# ---- mac_tx_framer ----
Fig. 1: mac_tx_framer, placed cells, one color a class
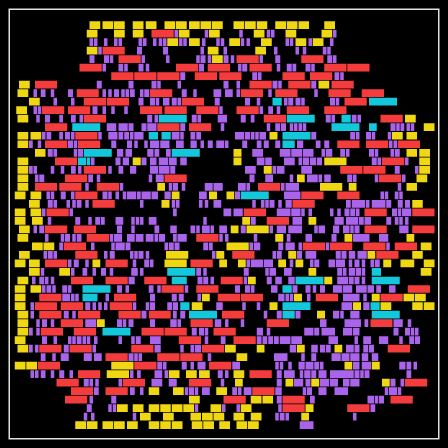

[src/rtl/mac_pkg.sv]
// Shared Ethernet framing constants, framer state encoding and header helper.
package mac_pkg;

    localparam int unsigned ETH_HDR_LEN     = 14;
    localparam int unsigned ETH_MIN_PAYLOAD = 46;
    localparam int unsigned ETH_MAX_PAYLOAD = 1500;

    // Framer states, kept as plain constants for compatibility with older tools.
    typedef logic [2:0] framer_state_t;
    localparam framer_state_t StIdle    = 3'd0;
    localparam framer_state_t StHdr     = 3'd1;
    localparam framer_state_t StPayload = 3'd2;
    localparam framer_state_t StPad     = 3'd3;
    localparam framer_state_t StDrop    = 3'd4;
    localparam framer_state_t StGap     = 3'd5;

    // Header in wire order: byte 0 sits in [111:104].
    function automatic logic [111:0] eth_hdr_cat(input logic [47:0] dst,
                                                 input logic [47:0] src,
                                                 input logic [15:0] ethertype);
        return {dst, src, ethertype};
    endfunction

endpackage

[src/rtl/mac_tx_framer.sv]
// Ethernet frame source for the MAC transmit interface: header insertion,
// minimum-size padding, truncation and post-frame gap enforcement.
module mac_tx_framer
    import mac_pkg::*;
#(
    parameter int unsigned MAX_PAYLOAD = ETH_MAX_PAYLOAD,
    parameter int unsigned IFG_CYCLES  = 26
) (
    input  logic        mac_tx_clk,
    input  logic        rst_n,
    input  logic [47:0] cfg_dst_mac,
    input  logic [47:0] cfg_src_mac,
    input  logic [15:0] cfg_ethertype,
    input  logic [7:0]  s_data,
    input  logic        s_valid,
    input  logic        s_last,
    output logic        s_ready,
    output logic [7:0]  mac_tx_data,
    output logic        mac_tx_valid,
    output logic        mac_tx_sof,
    output logic        mac_tx_eof,
    output logic        busy_o,
    output logic        frame_done_o,
    output logic        trunc_o,
    output logic        underrun_o
);

    localparam int unsigned GapW = $clog2(IFG_CYCLES + 1);
    localparam logic [GapW-1:0] GapInit = GapW'(IFG_CYCLES);
    localparam logic [10:0] MinPay  = 11'(ETH_MIN_PAYLOAD);
    localparam logic [10:0] MaxPay  = 11'(MAX_PAYLOAD);
    localparam logic [3:0]  HdrLast = 4'(ETH_HDR_LEN - 1);

    framer_state_t   state_q, state_d;
    logic [111:0]    hdr_q, hdr_d;
    logic [3:0]      hdr_idx_q, hdr_idx_d;
    logic [10:0]     pay_cnt_q, pay_cnt_d;
    logic [10:0]     cnt_next;
    logic [GapW-1:0] gap_q, gap_d;
    logic [7:0]      data_q, data_d;
    logic            valid_q, valid_d;
    logic            sof_q, sof_d;
    logic            eof_q, eof_d;
    logic            done_q, done_d;
    logic            trunc_q, trunc_d;
    logic            under_q, under_d;
    logic [7:0]      hdr_byte;

    assign cnt_next = pay_cnt_q + 11'd1;

    // 14:1 header byte select on hdr_idx.
    always_comb begin
        hdr_byte = 8'h00;
        for (int i = 0; i < int'(ETH_HDR_LEN); i++) begin
            if (hdr_idx_q == 4'(i)) hdr_byte = hdr_q[111 - 8*i -: 8];
        end
    end

    // Next-state and next-output decode; every output defaults to idle (data 0).
    always_comb begin
        state_d   = state_q;
        hdr_d     = hdr_q;
        hdr_idx_d = hdr_idx_q;
        pay_cnt_d = pay_cnt_q;
        gap_d     = gap_q;
        data_d    = 8'h00;
        valid_d   = 1'b0;
        sof_d     = 1'b0;
        eof_d     = 1'b0;
        trunc_d   = 1'b0;
        under_d   = 1'b0;
        done_d    = eof_q;
        case (state_q)
            StIdle: begin
                // Start on source valid; the byte itself is not consumed yet.
                if (s_valid) begin
                    hdr_d     = eth_hdr_cat(cfg_dst_mac, cfg_src_mac, cfg_ethertype);
                    data_d    = cfg_dst_mac[47:40];
                    valid_d   = 1'b1;
                    sof_d     = 1'b1;
                    hdr_idx_d = 4'd1;
                    pay_cnt_d = 11'd0;
                    state_d   = StHdr;
                end
            end
            StHdr: begin
                data_d  = hdr_byte;
                valid_d = 1'b1;
                if (hdr_idx_q == HdrLast) state_d = StPayload;
                else                      hdr_idx_d = hdr_idx_q + 4'd1;
            end
            StPayload: begin
                valid_d = 1'b1;
                if (s_valid) begin
                    data_d    = s_data;
                    pay_cnt_d = cnt_next;
                    if (s_last) begin
                        if (cnt_next >= MinPay) begin
                            eof_d   = 1'b1;
                            gap_d   = GapInit;
                            state_d = StGap;
                        end else begin
                            state_d = StPad;
                        end
                    end else if (cnt_next == MaxPay) begin
                        eof_d   = 1'b1;
                        trunc_d = 1'b1;
                        state_d = StDrop;
                    end
                end else begin
                    // Source starved mid-frame: close it with a filler byte.
                    eof_d   = 1'b1;
                    under_d = 1'b1;
                    state_d = StDrop;
                end
            end
            StPad: begin
                valid_d   = 1'b1;
                pay_cnt_d = cnt_next;
                if (cnt_next == MinPay) begin
                    eof_d   = 1'b1;
                    gap_d   = GapInit;
                    state_d = StGap;
                end
            end
            StDrop: begin
                if (s_valid && s_last) begin
                    gap_d   = GapInit;
                    state_d = StGap;
                end
            end
            StGap: begin
                if (gap_q <= GapW'(1)) state_d = StIdle;
                else                   gap_d   = gap_q - GapW'(1);
            end
            default: begin
                gap_d   = GapInit;
                state_d = StGap;
            end
        endcase
    end

    // State and registered outputs; reset parks in GAP so a MAC CRC flush can finish.
    always_ff @(posedge mac_tx_clk) begin
        if (!rst_n) begin
            state_q   <= StGap;
            gap_q     <= GapInit;
            hdr_q     <= '0;
            hdr_idx_q <= '0;
            pay_cnt_q <= '0;
            data_q    <= '0;
            valid_q   <= 1'b0;
            sof_q     <= 1'b0;
            eof_q     <= 1'b0;
            done_q    <= 1'b0;
            trunc_q   <= 1'b0;
            under_q   <= 1'b0;
        end else begin
            state_q   <= state_d;
            gap_q     <= gap_d;
            hdr_q     <= hdr_d;
            hdr_idx_q <= hdr_idx_d;
            pay_cnt_q <= pay_cnt_d;
            data_q    <= data_d;
            valid_q   <= valid_d;
            sof_q     <= sof_d;
            eof_q     <= eof_d;
            done_q    <= done_d;
            trunc_q   <= trunc_d;
            under_q   <= under_d;
        end
    end

    assign s_ready      = (state_q == StPayload) || (state_q == StDrop);
    assign busy_o       = (state_q != StIdle);
    assign mac_tx_data  = data_q;
    assign mac_tx_valid = valid_q;
    assign mac_tx_sof   = sof_q;
    assign mac_tx_eof   = eof_q;
    assign frame_done_o = done_q;
    assign trunc_o      = trunc_q;
    assign underrun_o   = under_q;

endmodule
[config.mk]
export PLATFORM = sky130hd
export DESIGN_NAME = mac_tx_framer
export DESIGN_NICKNAME = d
export VERILOG_FILES = /design/src/rtl/mac_pkg.sv /design/src/rtl/mac_tx_framer.sv
export SDC_FILE = /design/constraint.sdc
export NUM_CORES = 1
export LEC_CHECK = 0
export CAP_MARGIN = 10
export CORE_MARGIN = 1
export CORE_UTILIZATION = 40
export DETAILED_ROUTE_END_ITERATION = 7
export PLACE_DENSITY_LB_ADDON = 0.2
export SYNTH_ARGS = -nofsm -noshare
export SYNTH_HDL_FRONTEND = slang
export SYNTH_SLANG_ARGS = --single-unit
[constraint.sdc]
create_clock -name mac_tx_clk -period 2.45 [get_ports mac_tx_clk]
set_input_delay 0.3675 -clock mac_tx_clk [delete_from_list [all_inputs] [get_ports mac_tx_clk]]
set_output_delay 0.3675 -clock mac_tx_clk [all_outputs]
set_load 0.03 [all_outputs]
# ---- mem_arbiter ----
<file path="src/rtl/mem_arbiter.sv">
// Two-port (fetch/data) round-robin arbiter onto a single memory port.
// One outstanding transaction; aborts with err after MAX_WAIT unanswered cycles.
module mem_arbiter #(
    parameter int unsigned MAX_WAIT         = 255,
    parameter bit          RESET_DATA_FIRST = 1'b1
) (
    input  logic        clk,
    input  logic        reset,
    input  logic        if_req,
    input  logic [31:0] if_addr,
    output logic [31:0] if_rdata,
    output logic        if_done,
    input  logic        d_req,
    input  logic        d_we,
    input  logic [3:0]  d_wstrb,
    input  logic [31:0] d_addr,
    input  logic [31:0] d_wdata,
    output logic [31:0] d_rdata,
    output logic        d_done,
    output logic        mem_req,
    output logic        mem_we,
    output logic [3:0]  mem_wstrb,
    output logic [31:0] mem_addr,
    output logic [31:0] mem_wdata,
    input  logic        mem_ready,
    input  logic [31:0] mem_rdata,
    output logic        err
);

    typedef enum logic [1:0] {StIdle, StIfBusy, StDBusy} state_e;

    localparam logic [15:0] MaxWait = 16'(MAX_WAIT);

    state_e      state_q, state_d;
    logic        prio_data_q, prio_data_d;
    logic        armed_q;
    logic [15:0] wait_q, wait_d;
    logic        mem_req_q, mem_req_d;
    logic        mem_we_q, mem_we_d;
    logic [3:0]  mem_wstrb_q, mem_wstrb_d;
    logic [31:0] mem_addr_q, mem_addr_d;
    logic [31:0] mem_wdata_q, mem_wdata_d;
    logic [31:0] if_rdata_q, if_rdata_d;
    logic [31:0] d_rdata_q, d_rdata_d;
    logic        if_done_q, if_done_d;
    logic        d_done_q, d_done_d;
    logic        err_q, err_d;
    logic        grant_data;
    logic [31:0] rd_val;

    // prio_data_q set means the data port wins the next tie
    assign grant_data = d_req && (!if_req || prio_data_q);

    always_comb begin
        state_d     = state_q;
        prio_data_d = prio_data_q;
        wait_d      = wait_q;
        mem_req_d   = mem_req_q;
        mem_we_d    = mem_we_q;
        mem_wstrb_d = mem_wstrb_q;
        mem_addr_d  = mem_addr_q;
        mem_wdata_d = mem_wdata_q;
        if_rdata_d  = if_rdata_q;
        d_rdata_d   = d_rdata_q;
        if_done_d   = 1'b0;
        d_done_d    = 1'b0;
        err_d       = 1'b0;
        rd_val      = (mem_ready && !mem_we_q) ? mem_rdata : 32'h0;

        case (state_q)
            StIdle: begin
                if (armed_q && (if_req || d_req)) begin
                    wait_d    = 16'h0;
                    mem_req_d = 1'b1;
                    if (grant_data) begin
                        state_d     = StDBusy;
                        prio_data_d = 1'b0;
                        mem_we_d    = d_we;
                        mem_wstrb_d = d_wstrb;
                        mem_addr_d  = d_addr;
                        mem_wdata_d = d_wdata;
                    end else begin
                        state_d     = StIfBusy;
                        prio_data_d = 1'b1;
                        mem_we_d    = 1'b0;
                        mem_wstrb_d = 4'h0;
                        mem_addr_d  = if_addr;
                        mem_wdata_d = 32'h0;
                    end
                end
            end
            StIfBusy, StDBusy: begin
                // mem_req is always high here, so mem_ready is meaningful
                if (mem_ready || (wait_q == MaxWait)) begin
                    state_d   = StIdle;
                    mem_req_d = 1'b0;
                    err_d     = !mem_ready;
                    if (state_q == StDBusy) begin
                        d_done_d  = 1'b1;
                        d_rdata_d = rd_val;
                    end else begin
                        if_done_d  = 1'b1;
                        if_rdata_d = rd_val;
                    end
                end else begin
                    wait_d = wait_q + 16'h1;
                end
            end
            default: state_d = StIdle;
        endcase
    end

    always_ff @(posedge clk or negedge reset) begin
        if (!reset) begin
            state_q     <= StIdle;
            prio_data_q <= RESET_DATA_FIRST;
            armed_q     <= 1'b0;
            wait_q      <= 16'h0;
            mem_req_q   <= 1'b0;
            mem_we_q    <= 1'b0;
            mem_wstrb_q <= 4'h0;
            mem_addr_q  <= 32'h0;
            mem_wdata_q <= 32'h0;
            if_rdata_q  <= 32'h0;
            d_rdata_q   <= 32'h0;
            if_done_q   <= 1'b0;
            d_done_q    <= 1'b0;
            err_q       <= 1'b0;
        end else begin
            state_q     <= state_d;
            prio_data_q <= prio_data_d;
            armed_q     <= 1'b1;
            wait_q      <= wait_d;
            mem_req_q   <= mem_req_d;
            mem_we_q    <= mem_we_d;
            mem_wstrb_q <= mem_wstrb_d;
            mem_addr_q  <= mem_addr_d;
            mem_wdata_q <= mem_wdata_d;
            if_rdata_q  <= if_rdata_d;
            d_rdata_q   <= d_rdata_d;
            if_done_q   <= if_done_d;
            d_done_q    <= d_done_d;
            err_q       <= err_d;
        end
    end

    assign mem_req   = mem_req_q;
    assign mem_we    = mem_we_q;
    assign mem_wstrb = mem_wstrb_q;
    assign mem_addr  = mem_addr_q;
    assign mem_wdata = mem_wdata_q;
    assign if_rdata  = if_rdata_q;
    assign d_rdata   = d_rdata_q;
    assign if_done   = if_done_q;
    assign d_done    = d_done_q;
    assign err       = err_q;

endmodule

</file>
<file path="config.mk">
export PLATFORM = sky130hd
export DESIGN_NAME = mem_arbiter
export DESIGN_NICKNAME = d
export VERILOG_FILES = /design/src/rtl/mem_arbiter.sv
export SDC_FILE = /design/constraint.sdc
export NUM_CORES = 1
export LEC_CHECK = 0
export CORE_MARGIN = 2
export CORE_UTILIZATION = 46
export CTS_CLUSTER_DIAMETER = 120
export DETAILED_ROUTE_END_ITERATION = 16
export GPL_TIMING_DRIVEN = 0
export PLACE_DENSITY_LB_ADDON = 0.25
export RECOVER_POWER = 50
export SKIP_CTS_REPAIR_TIMING = 1
export SLEW_MARGIN = 30
export SYNTH_ARGS = -nofsm -noshare
export SYNTH_HDL_FRONTEND = slang
export SYNTH_SLANG_ARGS = --single-unit
</file>
<file path="constraint.sdc">
create_clock -name clk -period 5.7 [get_ports clk]
set_clock_uncertainty 0.1 [all_clocks]
set_input_delay 0.855 -clock clk [delete_from_list [all_inputs] [get_ports clk]]
set_output_delay 0.855 -clock clk [all_outputs]
set_load 0.01 [all_outputs]
</file>
# ---- ws28xx_bit_encoder ----
**src/rtl/neopixel_pkg.sv**
```systemverilog
// Shared types and widths for the NeoPixel channel: encoder FSM states,
// timing-register widths and the default latch-code length.
package neopixel_pkg;

    localparam int T_H_W = 8;
    localparam int T_S_W = 9;
    localparam int RST_CYCLES_DEF = 4000;

    typedef enum logic [1:0] {
        IDLE  = 2'd0,
        BIT   = 2'd1,
        LATCH = 2'd2
    } enc_state_t;

endpackage

```
**src/rtl/ws28xx_bit_timer.sv**
```systemverilog
// Per-bit period generator: derives high time and period for the current
// bit and runs the period counter while the encoder is shifting.
module ws28xx_bit_timer
    import neopixel_pkg::*;
(
    input  logic             clk,
    input  logic             rst,
    input  logic             start,
    input  logic             run,
    input  logic             bit_val,
    input  logic [T_H_W-1:0] t0h,
    input  logic [T_S_W-1:0] t0s,
    input  logic [T_H_W-1:0] t1h,
    input  logic [T_S_W-1:0] t1s,
    output logic             line,
    output logic             period_end
);

    logic [T_S_W-1:0] h;
    logic [T_S_W-1:0] s;
    logic [T_S_W-1:0] p;
    logic [T_S_W-1:0] pc;

    // Period stretches to cover the high time and is never shorter than one cycle.
    always_comb begin
        h = bit_val ? {1'b0, t1h} : {1'b0, t0h};
        s = bit_val ? t1s : t0s;
        p = s;
        if (h > p) begin
            p = h;
        end
        if (p == '0) begin
            p = 9'd1;
        end
    end

    assign line       = (pc < h);
    assign period_end = run && (pc == p - 9'd1);

    always_ff @(posedge clk) begin
        if (rst || start || period_end || !run) begin
            pc <= '0;
        end else begin
            pc <= pc + 9'd1;
        end
    end

endmodule

```
**src/rtl/ws28xx_bit_encoder.sv**
```systemverilog
// WS28xx single-wire encoder: accepts bytes over valid/ready, shifts them
// out MSB first and appends the low latch code after the last byte.
module ws28xx_bit_encoder
    import neopixel_pkg::*;
#(
    parameter int RST_CYCLES = RST_CYCLES_DEF,
    parameter int CNT_W      = 12
) (
    input  logic             clk_i,
    input  logic             rst_i,
    input  logic [T_H_W-1:0] t0h_time_i,
    input  logic [T_S_W-1:0] t0s_time_i,
    input  logic [T_H_W-1:0] t1h_time_i,
    input  logic [T_S_W-1:0] t1s_time_i,
    input  logic             data_vld_i,
    input  logic [7:0]       data_i,
    input  logic             data_last_i,
    output logic             data_rdy_o,
    output logic             bit_o,
    output logic             busy_o,
    output logic             done_o
);

    enc_state_t       state;
    logic [7:0]       shift;
    logic [2:0]       bit_cnt;
    logic             last_q;
    logic [CNT_W-1:0] lc;
    logic [T_H_W-1:0] t0h_q;
    logic [T_S_W-1:0] t0s_q;
    logic [T_H_W-1:0] t1h_q;
    logic [T_S_W-1:0] t1s_q;

    logic line;
    logic period_end;
    logic byte_end;
    logic accept;
    logic in_bit;

    assign in_bit     = (state == BIT);
    assign byte_end   = in_bit && (bit_cnt == 3'd0) && period_end;
    assign data_rdy_o = (state == IDLE) || byte_end;
    assign accept     = data_vld_i && data_rdy_o;
    assign busy_o     = (state != IDLE);

    ws28xx_bit_timer u_timer (
        .clk        (clk_i),
        .rst        (rst_i),
        .start      (accept),
        .run        (in_bit),
        .bit_val    (shift[7]),
        .t0h        (t0h_q),
        .t0s        (t0s_q),
        .t1h        (t1h_q),
        .t1s        (t1s_q),
        .line       (line),
        .period_end (period_end)
    );

    always_ff @(posedge clk_i) begin
        if (rst_i) begin
            state   <= IDLE;
            shift   <= '0;
            bit_cnt <= '0;
            last_q  <= 1'b0;
            lc      <= '0;
            t0h_q   <= '0;
            t0s_q   <= '0;
            t1h_q   <= '0;
            t1s_q   <= '0;
            bit_o   <= 1'b0;
            done_o  <= 1'b0;
        end else begin
            bit_o  <= in_bit && line;
            done_o <= 1'b0;
            // Timing is frozen per byte so live register writes land cleanly.
            if (accept) begin
                state   <= BIT;
                shift   <= data_i;
                bit_cnt <= 3'd7;
                last_q  <= data_last_i;
                t0h_q   <= t0h_time_i;
                t0s_q   <= t0s_time_i;
                t1h_q   <= t1h_time_i;
                t1s_q   <= t1s_time_i;
            end else begin
                case (state)
                    BIT: begin
                        if (period_end) begin
                            shift   <= {shift[6:0], 1'b0};
                            bit_cnt <= bit_cnt - 3'd1;
                            if (bit_cnt == 3'd0) begin
                                state <= last_q ? LATCH : IDLE;
                                lc    <= '0;
                            end
                        end
                    end
                    LATCH: begin
                        if (lc == CNT_W'(RST_CYCLES - 1)) begin
                            done_o <= 1'b1;
                            state  <= IDLE;
                        end else begin
                            lc <= lc + CNT_W'(1);
                        end
                    end
                    default: begin
                    end
                endcase
            end
        end
    end

endmodule

```
**config.mk**
```make
export PLATFORM = sky130hd
export DESIGN_NAME = ws28xx_bit_encoder
export DESIGN_NICKNAME = d
export VERILOG_FILES = /design/src/rtl/neopixel_pkg.sv /design/src/rtl/ws28xx_bit_timer.sv /design/src/rtl/ws28xx_bit_encoder.sv
export SDC_FILE = /design/constraint.sdc
export NUM_CORES = 1
export LEC_CHECK = 0
export CORE_MARGIN = 2
export CORE_UTILIZATION = 49
export DETAILED_ROUTE_END_ITERATION = 8
export MAX_ROUTING_LAYER = met4
export PLACE_DENSITY = 0.71
export RECOVER_POWER = 50
export REMOVE_ABC_BUFFERS = 1
export SLEW_MARGIN = 40
export SYNTH_ARGS = -nofsm -noshare
export SYNTH_HDL_FRONTEND = slang
export SYNTH_HIERARCHICAL = 1
export SYNTH_SLANG_ARGS = --single-unit
```
**constraint.sdc**
```tcl
create_clock -name clk_i -period 10.44 [get_ports clk_i]
set_clock_uncertainty 0.1 [all_clocks]
set_input_delay 1.566 -clock clk_i [delete_from_list [all_inputs] [get_ports clk_i]]
set_output_delay 1.566 -clock clk_i [all_outputs]
set_load 0.03 [all_outputs]
```
# ---- lsu_mem_if ----
File: config.mk
export PLATFORM = sky130hd
export DESIGN_NAME = lsu_mem_if
export DESIGN_NICKNAME = d
export VERILOG_FILES = /design/src/rtl/lsu_mem_if_pkg.sv /design/src/rtl/lsu_mem_if_load_ext.sv /design/src/rtl/lsu_mem_if.sv
export SDC_FILE = /design/constraint.sdc
export NUM_CORES = 1
export LEC_CHECK = 0
export CAP_MARGIN = 0
export CORE_ASPECT_RATIO = 1.4
export CORE_MARGIN = 8
export CORE_UTILIZATION = 42
export CTS_CLUSTER_DIAMETER = 50
export DETAILED_ROUTE_END_ITERATION = 12
export GPL_TIMING_DRIVEN = 0
export MAX_ROUTING_LAYER = met4
export PLACE_DENSITY_LB_ADDON = 0.12
export SLEW_MARGIN = 20
export SYNTH_ARGS = -nofsm -noshare
export SYNTH_HDL_FRONTEND = slang
export SYNTH_HIERARCHICAL = 1
export SYNTH_SLANG_ARGS = --single-unit
File: constraint.sdc
create_clock -name clk -period 2 [get_ports clk]
set_input_delay 0.2 -clock clk [delete_from_list [all_inputs] [get_ports clk]]
set_output_delay 0.2 -clock clk [all_outputs]
set_load 0.01 [all_outputs]
File: src/rtl/lsu_mem_if_pkg.sv
// Shared definitions for the load/store unit memory interface:
// load-type encodings, FSM state encoding and the accept-time legality check.
package lsu_mem_if_pkg;

  // Load types; must match the control unit's LAddr encoding.
  typedef enum logic [2:0] {
    LT_LW  = 3'b000,
    LT_LB  = 3'b001,
    LT_LBU = 3'b010,
    LT_LH  = 3'b011,
    LT_LHU = 3'b100
  } ltype_e;

  typedef enum logic [1:0] {
    ST_IDLE   = 2'b00,
    ST_ACCESS = 2'b01,
    ST_RESP   = 2'b10
  } state_e;

  // A request is illegal when its ltype is unknown (loads only) or when the
  // address is not naturally aligned for the access size. Stores are words.
  function automatic logic req_err(input logic       we,
                                   input logic [2:0] ltype,
                                   input logic [1:0] addr_lo);
    logic err;
    err = 1'b0;
    if (we) begin
      err = (addr_lo != 2'b00);
    end else begin
      case (ltype)
        LT_LW:         err = (addr_lo != 2'b00);
        LT_LB, LT_LBU: err = 1'b0;
        LT_LH, LT_LHU: err = addr_lo[0];
        default:       err = 1'b1;
      endcase
    end
    return err;
  endfunction

endpackage

File: src/rtl/lsu_mem_if_load_ext.sv
// Little-endian byte/halfword selection with sign or zero extension.
module load_ext
  import lsu_mem_if_pkg::*;
(
  input  logic [2:0]  ltype,
  input  logic [1:0]  addr,
  input  logic [31:0] word,
  output logic [31:0] data
);

  logic [7:0]  byte_s;
  logic [15:0] half_s;

  // Pick the addressed byte and halfword out of the word.
  always_comb begin
    case (addr)
      2'b00:   byte_s = word[7:0];
      2'b01:   byte_s = word[15:8];
      2'b10:   byte_s = word[23:16];
      2'b11:   byte_s = word[31:24];
      default: byte_s = 8'd0;
    endcase
    if (addr[1]) begin
      half_s = word[31:16];
    end else begin
      half_s = word[15:0];
    end
  end

  // Extend the selected field according to the load type; unknown types read 0.
  always_comb begin
    case (ltype)
      LT_LW:   data = word;
      LT_LB:   data = {{24{byte_s[7]}}, byte_s};
      LT_LBU:  data = {24'd0, byte_s};
      LT_LH:   data = {{16{half_s[15]}}, half_s};
      LT_LHU:  data = {16'd0, half_s};
      default: data = 32'd0;
    endcase
  end

endmodule

File: src/rtl/lsu_mem_if.sv
// Load/store unit memory interface: accepts one request at a time in IDLE,
// performs a single word access on the memory port with a bounded wait,
// and returns a one-cycle response. Illegal requests skip the memory.
module lsu_mem_if
  import lsu_mem_if_pkg::*;
#(
  parameter int unsigned MAX_WAIT = 15
) (
  input  logic        clk,
  input  logic        rstn,
  input  logic        req_valid,
  output logic        req_ready,
  input  logic        req_we,
  input  logic [2:0]  req_ltype,
  input  logic [31:0] req_addr,
  input  logic [31:0] req_wdata,
  output logic        resp_valid,
  output logic [31:0] resp_rdata,
  output logic        resp_err,
  output logic        stall,
  output logic        mem_req,
  output logic        mem_we,
  output logic [31:0] mem_addr,
  output logic [31:0] mem_wdata,
  input  logic        mem_ack,
  input  logic [31:0] mem_rdata
);

  localparam int unsigned WW = $clog2(MAX_WAIT + 1);

  state_e        state_q, state_d;
  logic [WW-1:0] wait_q, wait_d;
  logic          we_q, we_d;
  logic [2:0]    ltype_q, ltype_d;
  logic [1:0]    addr_lo_q, addr_lo_d;
  logic          mem_req_q, mem_req_d;
  logic          mem_we_q, mem_we_d;
  logic [31:0]   mem_addr_q, mem_addr_d;
  logic [31:0]   mem_wdata_q, mem_wdata_d;
  logic          resp_valid_q, resp_valid_d;
  logic          resp_err_q, resp_err_d;
  logic [31:0]   resp_rdata_q, resp_rdata_d;
  logic          stall_q, stall_d;
  logic          req_ready_q, req_ready_d;

  logic          acc_err_s;
  logic          timeout_s;
  logic [31:0]   ext_data_s;

  assign acc_err_s = req_err(req_we, req_ltype, req_addr[1:0]);
  assign timeout_s = (wait_q == WW'(MAX_WAIT - 1));

  load_ext u_load_ext (
    .ltype (ltype_q),
    .addr  (addr_lo_q),
    .word  (mem_rdata),
    .data  (ext_data_s)
  );

  // State register.
  always_ff @(posedge clk) begin
    if (!rstn) begin
      state_q <= ST_IDLE;
    end else begin
      state_q <= state_d;
    end
  end

  // Next-state logic; unknown encodings fall back to IDLE.
  always_comb begin
    state_d = ST_IDLE;
    case (state_q)
      ST_IDLE: begin
        if (req_valid) begin
          if (acc_err_s) begin
            state_d = ST_RESP;
          end else begin
            state_d = ST_ACCESS;
          end
        end else begin
          state_d = ST_IDLE;
        end
      end
      ST_ACCESS: begin
        if (mem_ack || timeout_s) begin
          state_d = ST_RESP;
        end else begin
          state_d = ST_ACCESS;
        end
      end
      ST_RESP: state_d = ST_IDLE;
      default: state_d = ST_IDLE;
    endcase
  end

  // Next values of the registered outputs and latched request fields.
  always_comb begin
    we_d         = we_q;
    ltype_d      = ltype_q;
    addr_lo_d    = addr_lo_q;
    wait_d       = wait_q;
    mem_req_d    = 1'b0;
    mem_we_d     = 1'b0;
    mem_addr_d   = mem_addr_q;
    mem_wdata_d  = mem_wdata_q;
    resp_valid_d = 1'b0;
    resp_err_d   = 1'b0;
    resp_rdata_d = 32'd0;
    stall_d      = (state_d != ST_IDLE);
    req_ready_d  = (state_d == ST_IDLE);
    case (state_q)
      ST_IDLE: begin
        if (req_valid) begin
          we_d        = req_we;
          ltype_d     = req_ltype;
          addr_lo_d   = req_addr[1:0];
          wait_d      = {WW{1'b0}};
          mem_addr_d  = {req_addr[31:2], 2'b00};
          mem_wdata_d = req_wdata;
          if (acc_err_s) begin
            resp_valid_d = 1'b1;
            resp_err_d   = 1'b1;
          end else begin
            mem_req_d = 1'b1;
            mem_we_d  = req_we;
          end
        end else begin
          wait_d = {WW{1'b0}};
        end
      end
      ST_ACCESS: begin
        if (mem_ack) begin
          // An ack in the final wait cycle still completes without error.
          resp_valid_d = 1'b1;
          if (we_q) begin
            resp_rdata_d = 32'd0;
          end else begin
            resp_rdata_d = ext_data_s;
          end
        end else if (timeout_s) begin
          resp_valid_d = 1'b1;
          resp_err_d   = 1'b1;
          wait_d       = wait_q + WW'(1);
        end else begin
          mem_req_d = 1'b1;
          mem_we_d  = we_q;
          wait_d    = wait_q + WW'(1);
        end
      end
      ST_RESP: begin
        wait_d = {WW{1'b0}};
      end
      default: begin
        wait_d = {WW{1'b0}};
      end
    endcase
  end

  // Output and datapath registers.
  always_ff @(posedge clk) begin
    if (!rstn) begin
      we_q         <= 1'b0;
      ltype_q      <= 3'd0;
      addr_lo_q    <= 2'd0;
      wait_q       <= {WW{1'b0}};
      mem_req_q    <= 1'b0;
      mem_we_q     <= 1'b0;
      mem_addr_q   <= 32'd0;
      mem_wdata_q  <= 32'd0;
      resp_valid_q <= 1'b0;
      resp_err_q   <= 1'b0;
      resp_rdata_q <= 32'd0;
      stall_q      <= 1'b0;
      req_ready_q  <= 1'b1;
    end else begin
      we_q         <= we_d;
      ltype_q      <= ltype_d;
      addr_lo_q    <= addr_lo_d;
      wait_q       <= wait_d;
      mem_req_q    <= mem_req_d;
      mem_we_q     <= mem_we_d;
      mem_addr_q   <= mem_addr_d;
      mem_wdata_q  <= mem_wdata_d;
      resp_valid_q <= resp_valid_d;
      resp_err_q   <= resp_err_d;
      resp_rdata_q <= resp_rdata_d;
      stall_q      <= stall_d;
      req_ready_q  <= req_ready_d;
    end
  end

  assign req_ready  = req_ready_q;
  assign resp_valid = resp_valid_q;
  assign resp_rdata = resp_rdata_q;
  assign resp_err   = resp_err_q;
  assign stall      = stall_q;
  assign mem_req    = mem_req_q;
  assign mem_we     = mem_we_q;
  assign mem_addr   = mem_addr_q;
  assign mem_wdata  = mem_wdata_q;

endmodule

==> gallery <==
Supply network.
panel A
Scale bar: 20 µm. Pins as bars on the die edge.
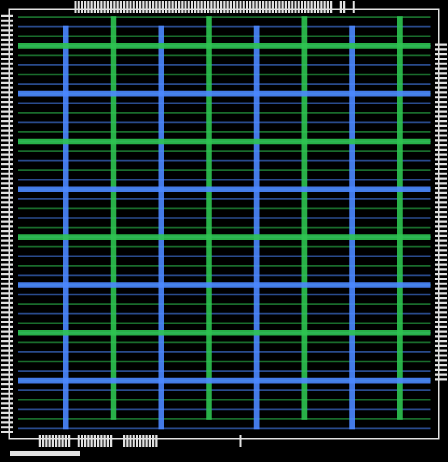
panel B
Scale bar: 20 µm. Pins as bars on the die edge.
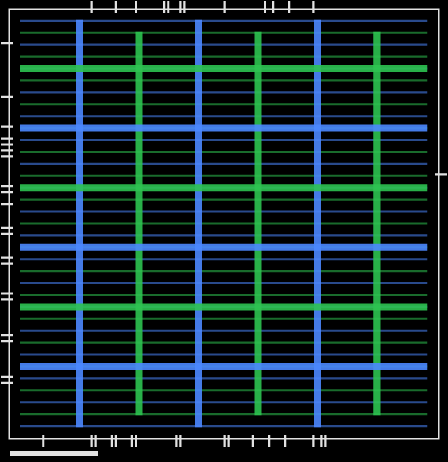
panel C
Scale bar: 20 µm. Pins as bars on the die edge.
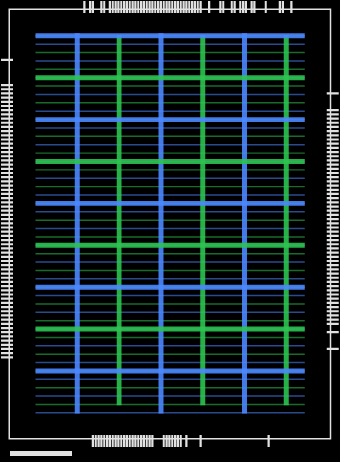
panel D
Scale bar: 50 µm. Pins as bars on the die edge.
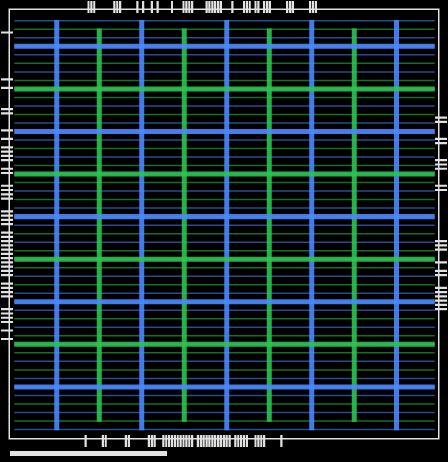
panel A -> mem_arbiter
panel B -> ws28xx_bit_encoder
panel D -> mac_tx_framer
panel C -> lsu_mem_if
Of these, largest die: panel D
Of these, most pins: panel A

Fig. 2: lsu_mem_if, placed cells, one color a class
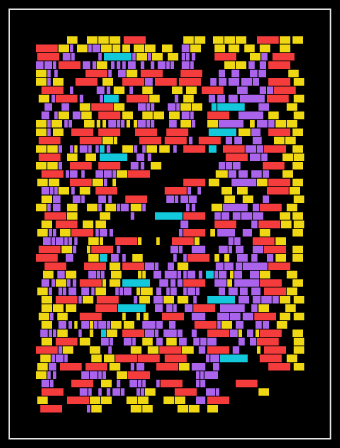
| class | color | cells | share of their area |
|---|---|---|---|
| combinational and other logic | purple | 342 | 32% |
| remaining buffers and delay cells | yellow | 240 | 32% |
| clock drivers and dummy loads | cyan | 16 | 4.0% |
| sequential cells | red | 110 | 32% |
Row Count: 45
final cell area excluding filler cells: 0.00703 mm²
fraction of area in registers: 31.3%
Core ar.: 0.0107 mm²

==> Changelog: implementation, lsu_mem_if <==
## Implementation

* Synth cell count leaders: nand2_1, dfxtp_1, a21boi_0
* Sw Share at 25.8%
* Final Setup Violations at 0
* Met3 Use GR at around 6.5%
* Invs w/o clock at 3
* XOR/XNOR share of the synthesized area at less than 1%
* Worst reg2reg path depth at 5
* Synth unique cells at 45
* Final HPWL DP at 11.3 mm
* Post-synth EDFFs at 0
* Combinational share of cell area at 30.6%
* Fmax at 529 MHz
* Power, Total at 0.00506 W
* Complex Gates by Area at approximately 20%
* Status: finished clean
* Top Layout Cells: clkdlybuf4s50_1, nand2_1, dfxtp_1
## lsu_mem_if: per-stage QoR
| step | worst slack [ps] | std cells | setup TNS (ps) | instance area, µm² | hold WS, ps |
|---|---|---|---|---|---|
| floorplan | 262 | 489 | 0 | 4540 | 339 |
| global placement | -167 | 833 | -4980 | 6750 | 450 |
| detailed placement | -226 | 833 | -6670 | 6750 | 455 |
| CTS | 97.0 | 849 | 0 | 7020 | 401 |
| global route | 2.25 | 849 | 0 | 7030 | 416 |
| finish | 110 | 849 | 0 | 7030 | 407 |
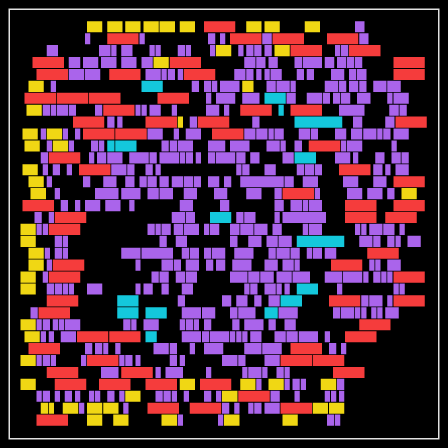
Fig. 3. Placed cells, one color a class (ws28xx_bit_encoder).
| class | color | cells | share of their area |
|---|---|---|---|
| clock drivers and dummy loads | cyan | 16 | 4.6% |
| sequential cells | red | 71 | 29% |
| remaining buffers and delay cells | yellow | 52 | 10% |
| combinational and other logic | purple | 431 | 56% |

==> Changelog: implementation, ws28xx_bit_encoder <==
## Implementation

* Status: finished, violations left
* Failing checks: max-capacitance violations, max-slew violations
* Hold crit path type: flip-flop to flip-flop
* Antenna diodes at 0
* Critical Path RT at approximately 8800 ps
* Sw Share at 32.6%
* Max Cap Viol at 2
* Die X-Extent at 97.7 µm
* Hold_sp: t1s_q[5]
* Final hold violations at 0
* Cell Chain, Critical Path: clkbuf_1 > mux2i_1 > inv_1 > ha_1 > and4_1 > nor2b_1 > o21a_1 > o21ai_0 > or2_2 > nand3_1 > ha_1 > o41ai_1 > o21bai_1 > a2111oi_4 > nor2_1 > nor3_1 > and3_1 > nand3b_1 > a21oi_1 > clkdlybuf4s50_1
* Routed Antenna Nets at 0
* #FFs+latches synth at approximately 70
* Synth unique cells at between 70 and 80
* CTS tree: done
* Most Used Layer, Global Route: met2
* Synth Instances at ~530
* Top-area cell type share of the netlist area at ~33%
* Flop+latch power at slightly below 0.0003 W
* Reg power frac at 36.3%
* Reg2Reg Capture Point: u_timer/pc[6]
* Nature of the critical path startpoint: flip-flop
* Layout clock area frac at between 4 and 5%
* GR Util All Layers at between 20% and 30%
* Root buf cell: clkbuf_8
* Maximum number of pins on one net before global-route repair at 59
* Post-CTS setup buffers at 0
* Synth cell count leaders: nand2_1, dfxtp_1, a21oi_1
* Internal at about 0.00054 W
* Gate Area at 0.00266 mm²
* Post-synth EDFFs at 0
* Layout cells sized above 1 at 6.67%
* Vias in the first global route at 3696
* Gates resized, CTS repair at 0
* CP Depth at 20
* Final net count at approximately 630
* Combinational Power Share at ~33%
* Met3 Use GR at 3.88%
* Async SR Flop Fraction at 0%
* Worst-path maximum fanout at 27
* Hold buffers post-CTS at 0
* Final Max Tran Viols at ~87
* Worst reg2reg path depth at 22
* CP startpoint: shift[7]
* Mux frac, synth at 7.04%
* Worst path arrival time at 6840 ps
* AND/OR/NAND/NOR Cells, Area Fraction at 25.5%
* Clock Tree Buf Depth at 2
* Die Ht at ~98 µm
* Peak VDD IR at 0.0689 mV
* Post-Synthesis Cell Area at 0.00430 mm²
* I/O pin total at ~50
ws28xx_bit_encoder: cells in the final DEF (no fill, tap or decap), drive strengths merged, types with 4 or more instances in the layout:
cell and instances:
nand2 92, nor3 12, o21ai 12, nand4 7, ha 20, or3 7
xnor2 11, o21a 9, clkdlybuf4s50 45, nor2 31, a211oi 13, nand2b 6
clkbuf 13, and4 4, nor4 6, dfxtp 71, inv 17, a21oi 60
mux2i 22, and3 9, nand3 21, mux2 7, xor2 5
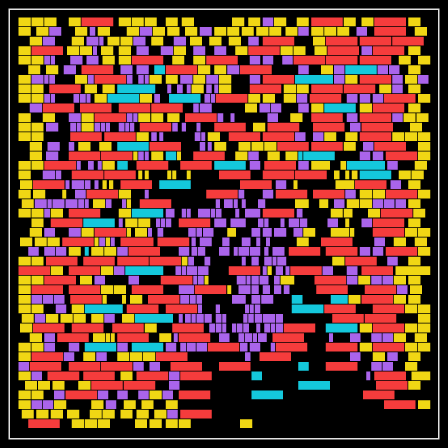
Fig. 4. Placed cells, one color a class (mem_arbiter).
| class | color | cells | share of their area |
|---|---|---|---|
| clock drivers and dummy loads | cyan | 32 | 6.9% |
| combinational and other logic | purple | 323 | 23% |
| sequential cells | red | 157 | 40% |
| remaining buffers and delay cells | yellow | 312 | 30% |
Row Count: 43
final design utilization: 73.2%
final cell area excluding filler cells: 0.0100 mm²
Core ar.: 0.0137 mm²

Fig. 5: mem_arbiter, cell area per tile
Scale bar: 20 µm. 12 x 12 tiles, from black (low) to pale yellow (high), 0 to 100% covered.
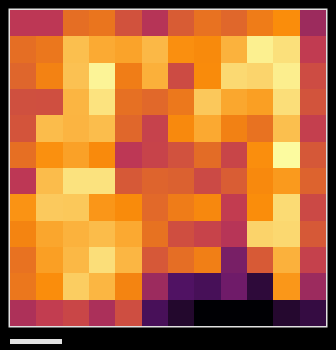
nearly empty tiles: 2.1%
tiles over 75% full: 38%
mean over tiles: 66%
fullest tile: 99%

==> Changelog: implementation, mem_arbiter <==
## Implementation

* Status: finished clean
* Drt drc at 0
* Flop count at 157
* Antenna diodes at 0
* Reg2Reg Capture Point: wait_q[15]
* Lkg Pwr at 4.61 nW
* Crit share post-route at 51.8%
* Cell Chain, Critical Path: clkdlybuf4s50_1 > o211ai_1 > nand2_1 > nor3b_1 > clkbuf_1 > o21ai_0 > a31oi_1
* GR Util All Layers at 26.1%
* Reg power frac at 34.7%
* Final Max Tran Viols at 0
* Die Size at 0.0148 mm²
* Synth cell count leaders: dfrtp_1, a22o_1, nand2_1
* Critical path buffers and inverters at 2
* Sequential cell area at 0.00393 mm²
* Top cell family by delay on the critical path: buffers and inverters
* Max_slew headroom at about 50%
* #FFs+latches synth at 157
* I/O pin total at 275
* Num CTS Buffers at 17
* Sw Share at 32.3%
* Min Hold Slack at 281 ps
* Cell Area, Placed at ~0.0094 mm²
* Clk pin slew, worst setup/hold paths at approximately 60 ps
* CTS tree: done
* Internal at between 0.003 and 0.004 W
* Synth Instances at around 520
* Cell class with the largest area share: sequential cells
* Worst-path maximum fanout at 10
* Final HPWL DP at approximately 14 mm
* Power, Total at 0.00538 W
* Via count at around 5600
* Area grow syn2layout at 57.6%
* Pre-Place Util at 46.5%
* Clk sink count at 157
* Synth area leader: dfrtp_1
* Post-Syn Area per Cell at 12.3 µm²
* Flop+latch power at 0.00187 W
* AND/OR/NAND/NOR Cells, Area Fraction at 8.11%
* Gate Area at 0.00219 mm²
* Top area cell types: dfrtp_1, a22o_1, mux2i_1
* First-pass GRT wire length at 29.8 mm
* Most frequent logic cell in the layout: clkdlybuf4s50_1
==> mem_arbiter: how the worst max path moves through the flow <==
stage | to | slack, ps | from
6_report | wait_q[15] | 2750 | if_req
5_1_grt | wait_q[15] | 2600 | if_req
4_1_cts | wait_q[15] | 2830 | if_req
3_5_place_dp | wait_q[15] | 2360 | if_req
3_3_place_gp | mem_addr[11] | -2380 | reset
2_1_floorplan | if_rdata[10] | 3340 | wait_q[10]
==> mem_arbiter: routing by layer <==
metal	track usage, %	vias to the layer above	wire [µm]
li1	-	2513	-
met4	10.8	0	489
met5	0	-	0
met1	31.2	2770	7340
met2	43.1	275	9600
met3	9.46	28	1770
Fig. 6: mac_tx_framer, congestion heat map
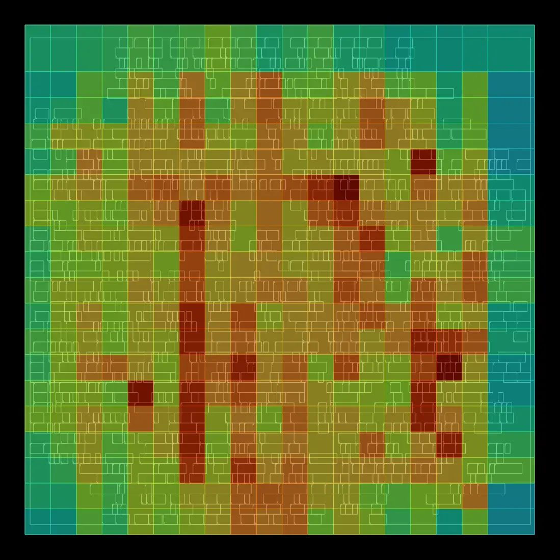
Avg WL per Cell: 16.2 µm
GR Util All Layers: 24.6%
grt met1 use: 32.9%

## Picture notes: Fig. 1
| class | color | cells | share of their area |
|---|---|---|---|
| remaining buffers and delay cells | yellow | 195 | 20% |
| combinational and other logic | purple | 769 | 42% |
| sequential cells | red | 149 | 32% |
| clock drivers and dummy loads | cyan | 32 | 6.0% |
Row Count: 48
final cell area excluding filler cells: 0.00970 mm²

==> Changelog: implementation, mac_tx_framer <==
## Implementation

* Status: finished clean
* Worst path arrival time at about 2000 ps
* Lkg Pwr at ~3.4 nW
* Fmax at 429 MHz
* Synth unique cells at 61
* Combinational share of cell area at 40.1%
* Min Hold Slack at between 400 and 500 ps
* Yosys cell count at 996
* Cell class with the largest area share: multi-input combinational cells
* CP Class: flip-flop to output pin
* Num CTS Buffers at 17
* Mux frac, synth at 0.345%
* Flop2flop setup slack at ~150 ps
* Layout cells sized above 1 at 8.65%
* Yosys warnings at 0
* Post-synth EDFFs at 0
* Power, Total at 0.00655 W
* CP max stage cell: clkdlybuf4s50_1
* Cell Area, Placed at 0.00914 mm²
* Fraction of area in registers at 30.7%
* Synth Seq Share at 41.1%
* Top area cell types: dfxtp_1, nand2_1, a21oi_1
* Post-Synthesis Cell Area at 0.00726 mm²
* Crit path largest cell delay at 680 ps
* Top logic family: simple AND/OR/NAND/NOR gates
* Hold_sp: hdr_q[2]
* Vias in the first global route at 6795
* Final design utilization at 55.3%
* Invs w/o clock at 19
* Flop count at 149
* Final hold violations at 0
* CTS tree: done
* Hold crit path type: flip-flop to flip-flop
* Tool warning count at 32
* Power Density at 675 mW/mm²
* Initial antenna violation count at 0
* Async SR Flop Fraction at 0%
* Post-CTS setup buffers at 0
* Cell Chain, Critical Path: xnor2_1 > nor2_1 > clkdlybuf4s50_1
* Yosys chip area at 0.00726 mm²
* XOR/XNOR share of the synthesized area at 0.844%
* Complex Gates by Area at 24.5%
* Nature of the critical path startpoint: flip-flop
* Antenna diodes at 0
* # placed instances at between 1000 and 1500
* Nonclk buf count at 195
* 1st-iter DRT viols at about 640
* Reg2Reg Capture Point: mac_tx_data[7]
* Most flops, register: hdr_q
* Top cell family by delay on the critical path: buffers and inverters
* Die Ht at approximately 140 µm
* Clk pin slew, worst setup/hold paths at 70 ps
* Uppermost layer routed: met4
* Root buf cell: clkbuf_16
* Max Cap Viol at 0
* Maximum number of pins on one net before global-route repair at 43
* R2R Path Start: hdr_idx_q[0]
* GPL Wtd Cong at 0.939
* Final HPWL DP at 16.6 mm
-- mac_tx_framer: worst min path at each step --
stage / end / cells past startpoint
global placement: hdr_q[19] / 2
finish: hdr_q[2] / 2
CTS: hdr_q[56] / 2
detailed placement: hdr_q[56] / 2
floorplan: hdr_q[56] / 2
global route: hdr_q[19] / 2
-- mac_tx_framer: power breakdown --
part,leakage [nW],switching (W),internal [W]
clock network,0.272,0.00112,0.00138
registers,1.20,0.000105,0.00254
logic,1.91,0.000744,0.000662
total,3.38,0.00197,0.00458


==> screenshots <==
Cell area per tile.
(a)
Scale bar: 50 µm. 14 x 14 tiles, from black (low) to pale yellow (high), 0 to 100% covered.
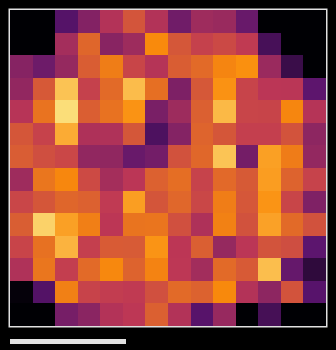
(b)
Scale bar: 20 µm. 10 x 14 tiles, from black (low) to pale yellow (high), 0 to 100% covered.
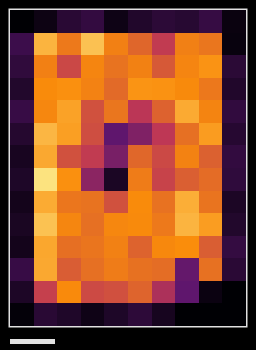
(c)
Scale bar: 20 µm. 10 x 10 tiles, from black (low) to pale yellow (high), 0 to 100% covered.
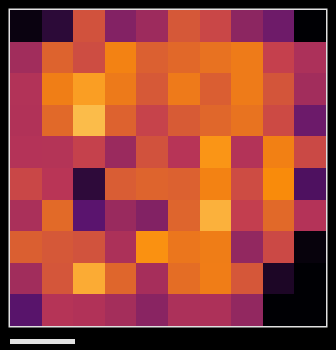
ws28xx_bit_encoder: (c)
mac_tx_framer: (a)
lsu_mem_if: (b)


==> gallery <==
Congestion heat map.
shot_01.png
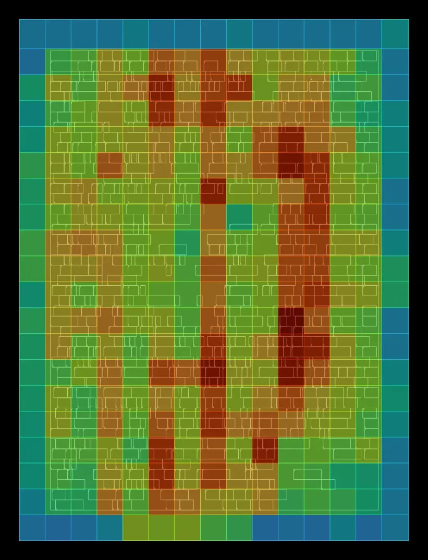
shot_02.png
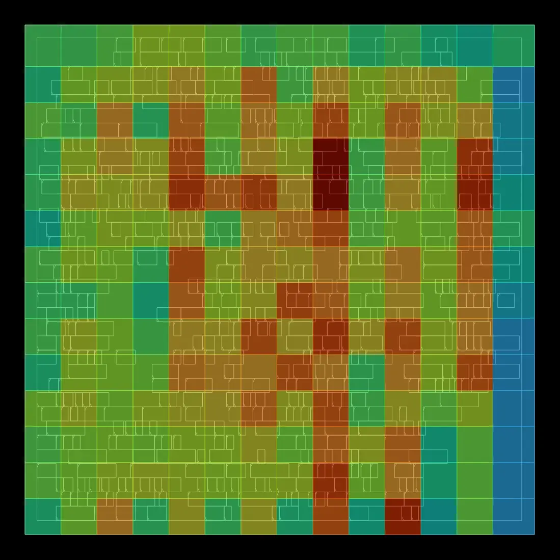
shot_03.png
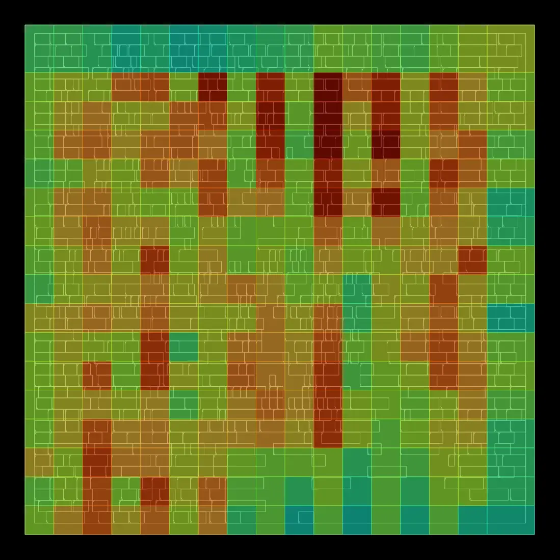
shot_03.png comes from mem_arbiter.
shot_01.png comes from lsu_mem_if.
shot_02.png comes from ws28xx_bit_encoder.

Power is estimated from default activity; no workload was simulated.
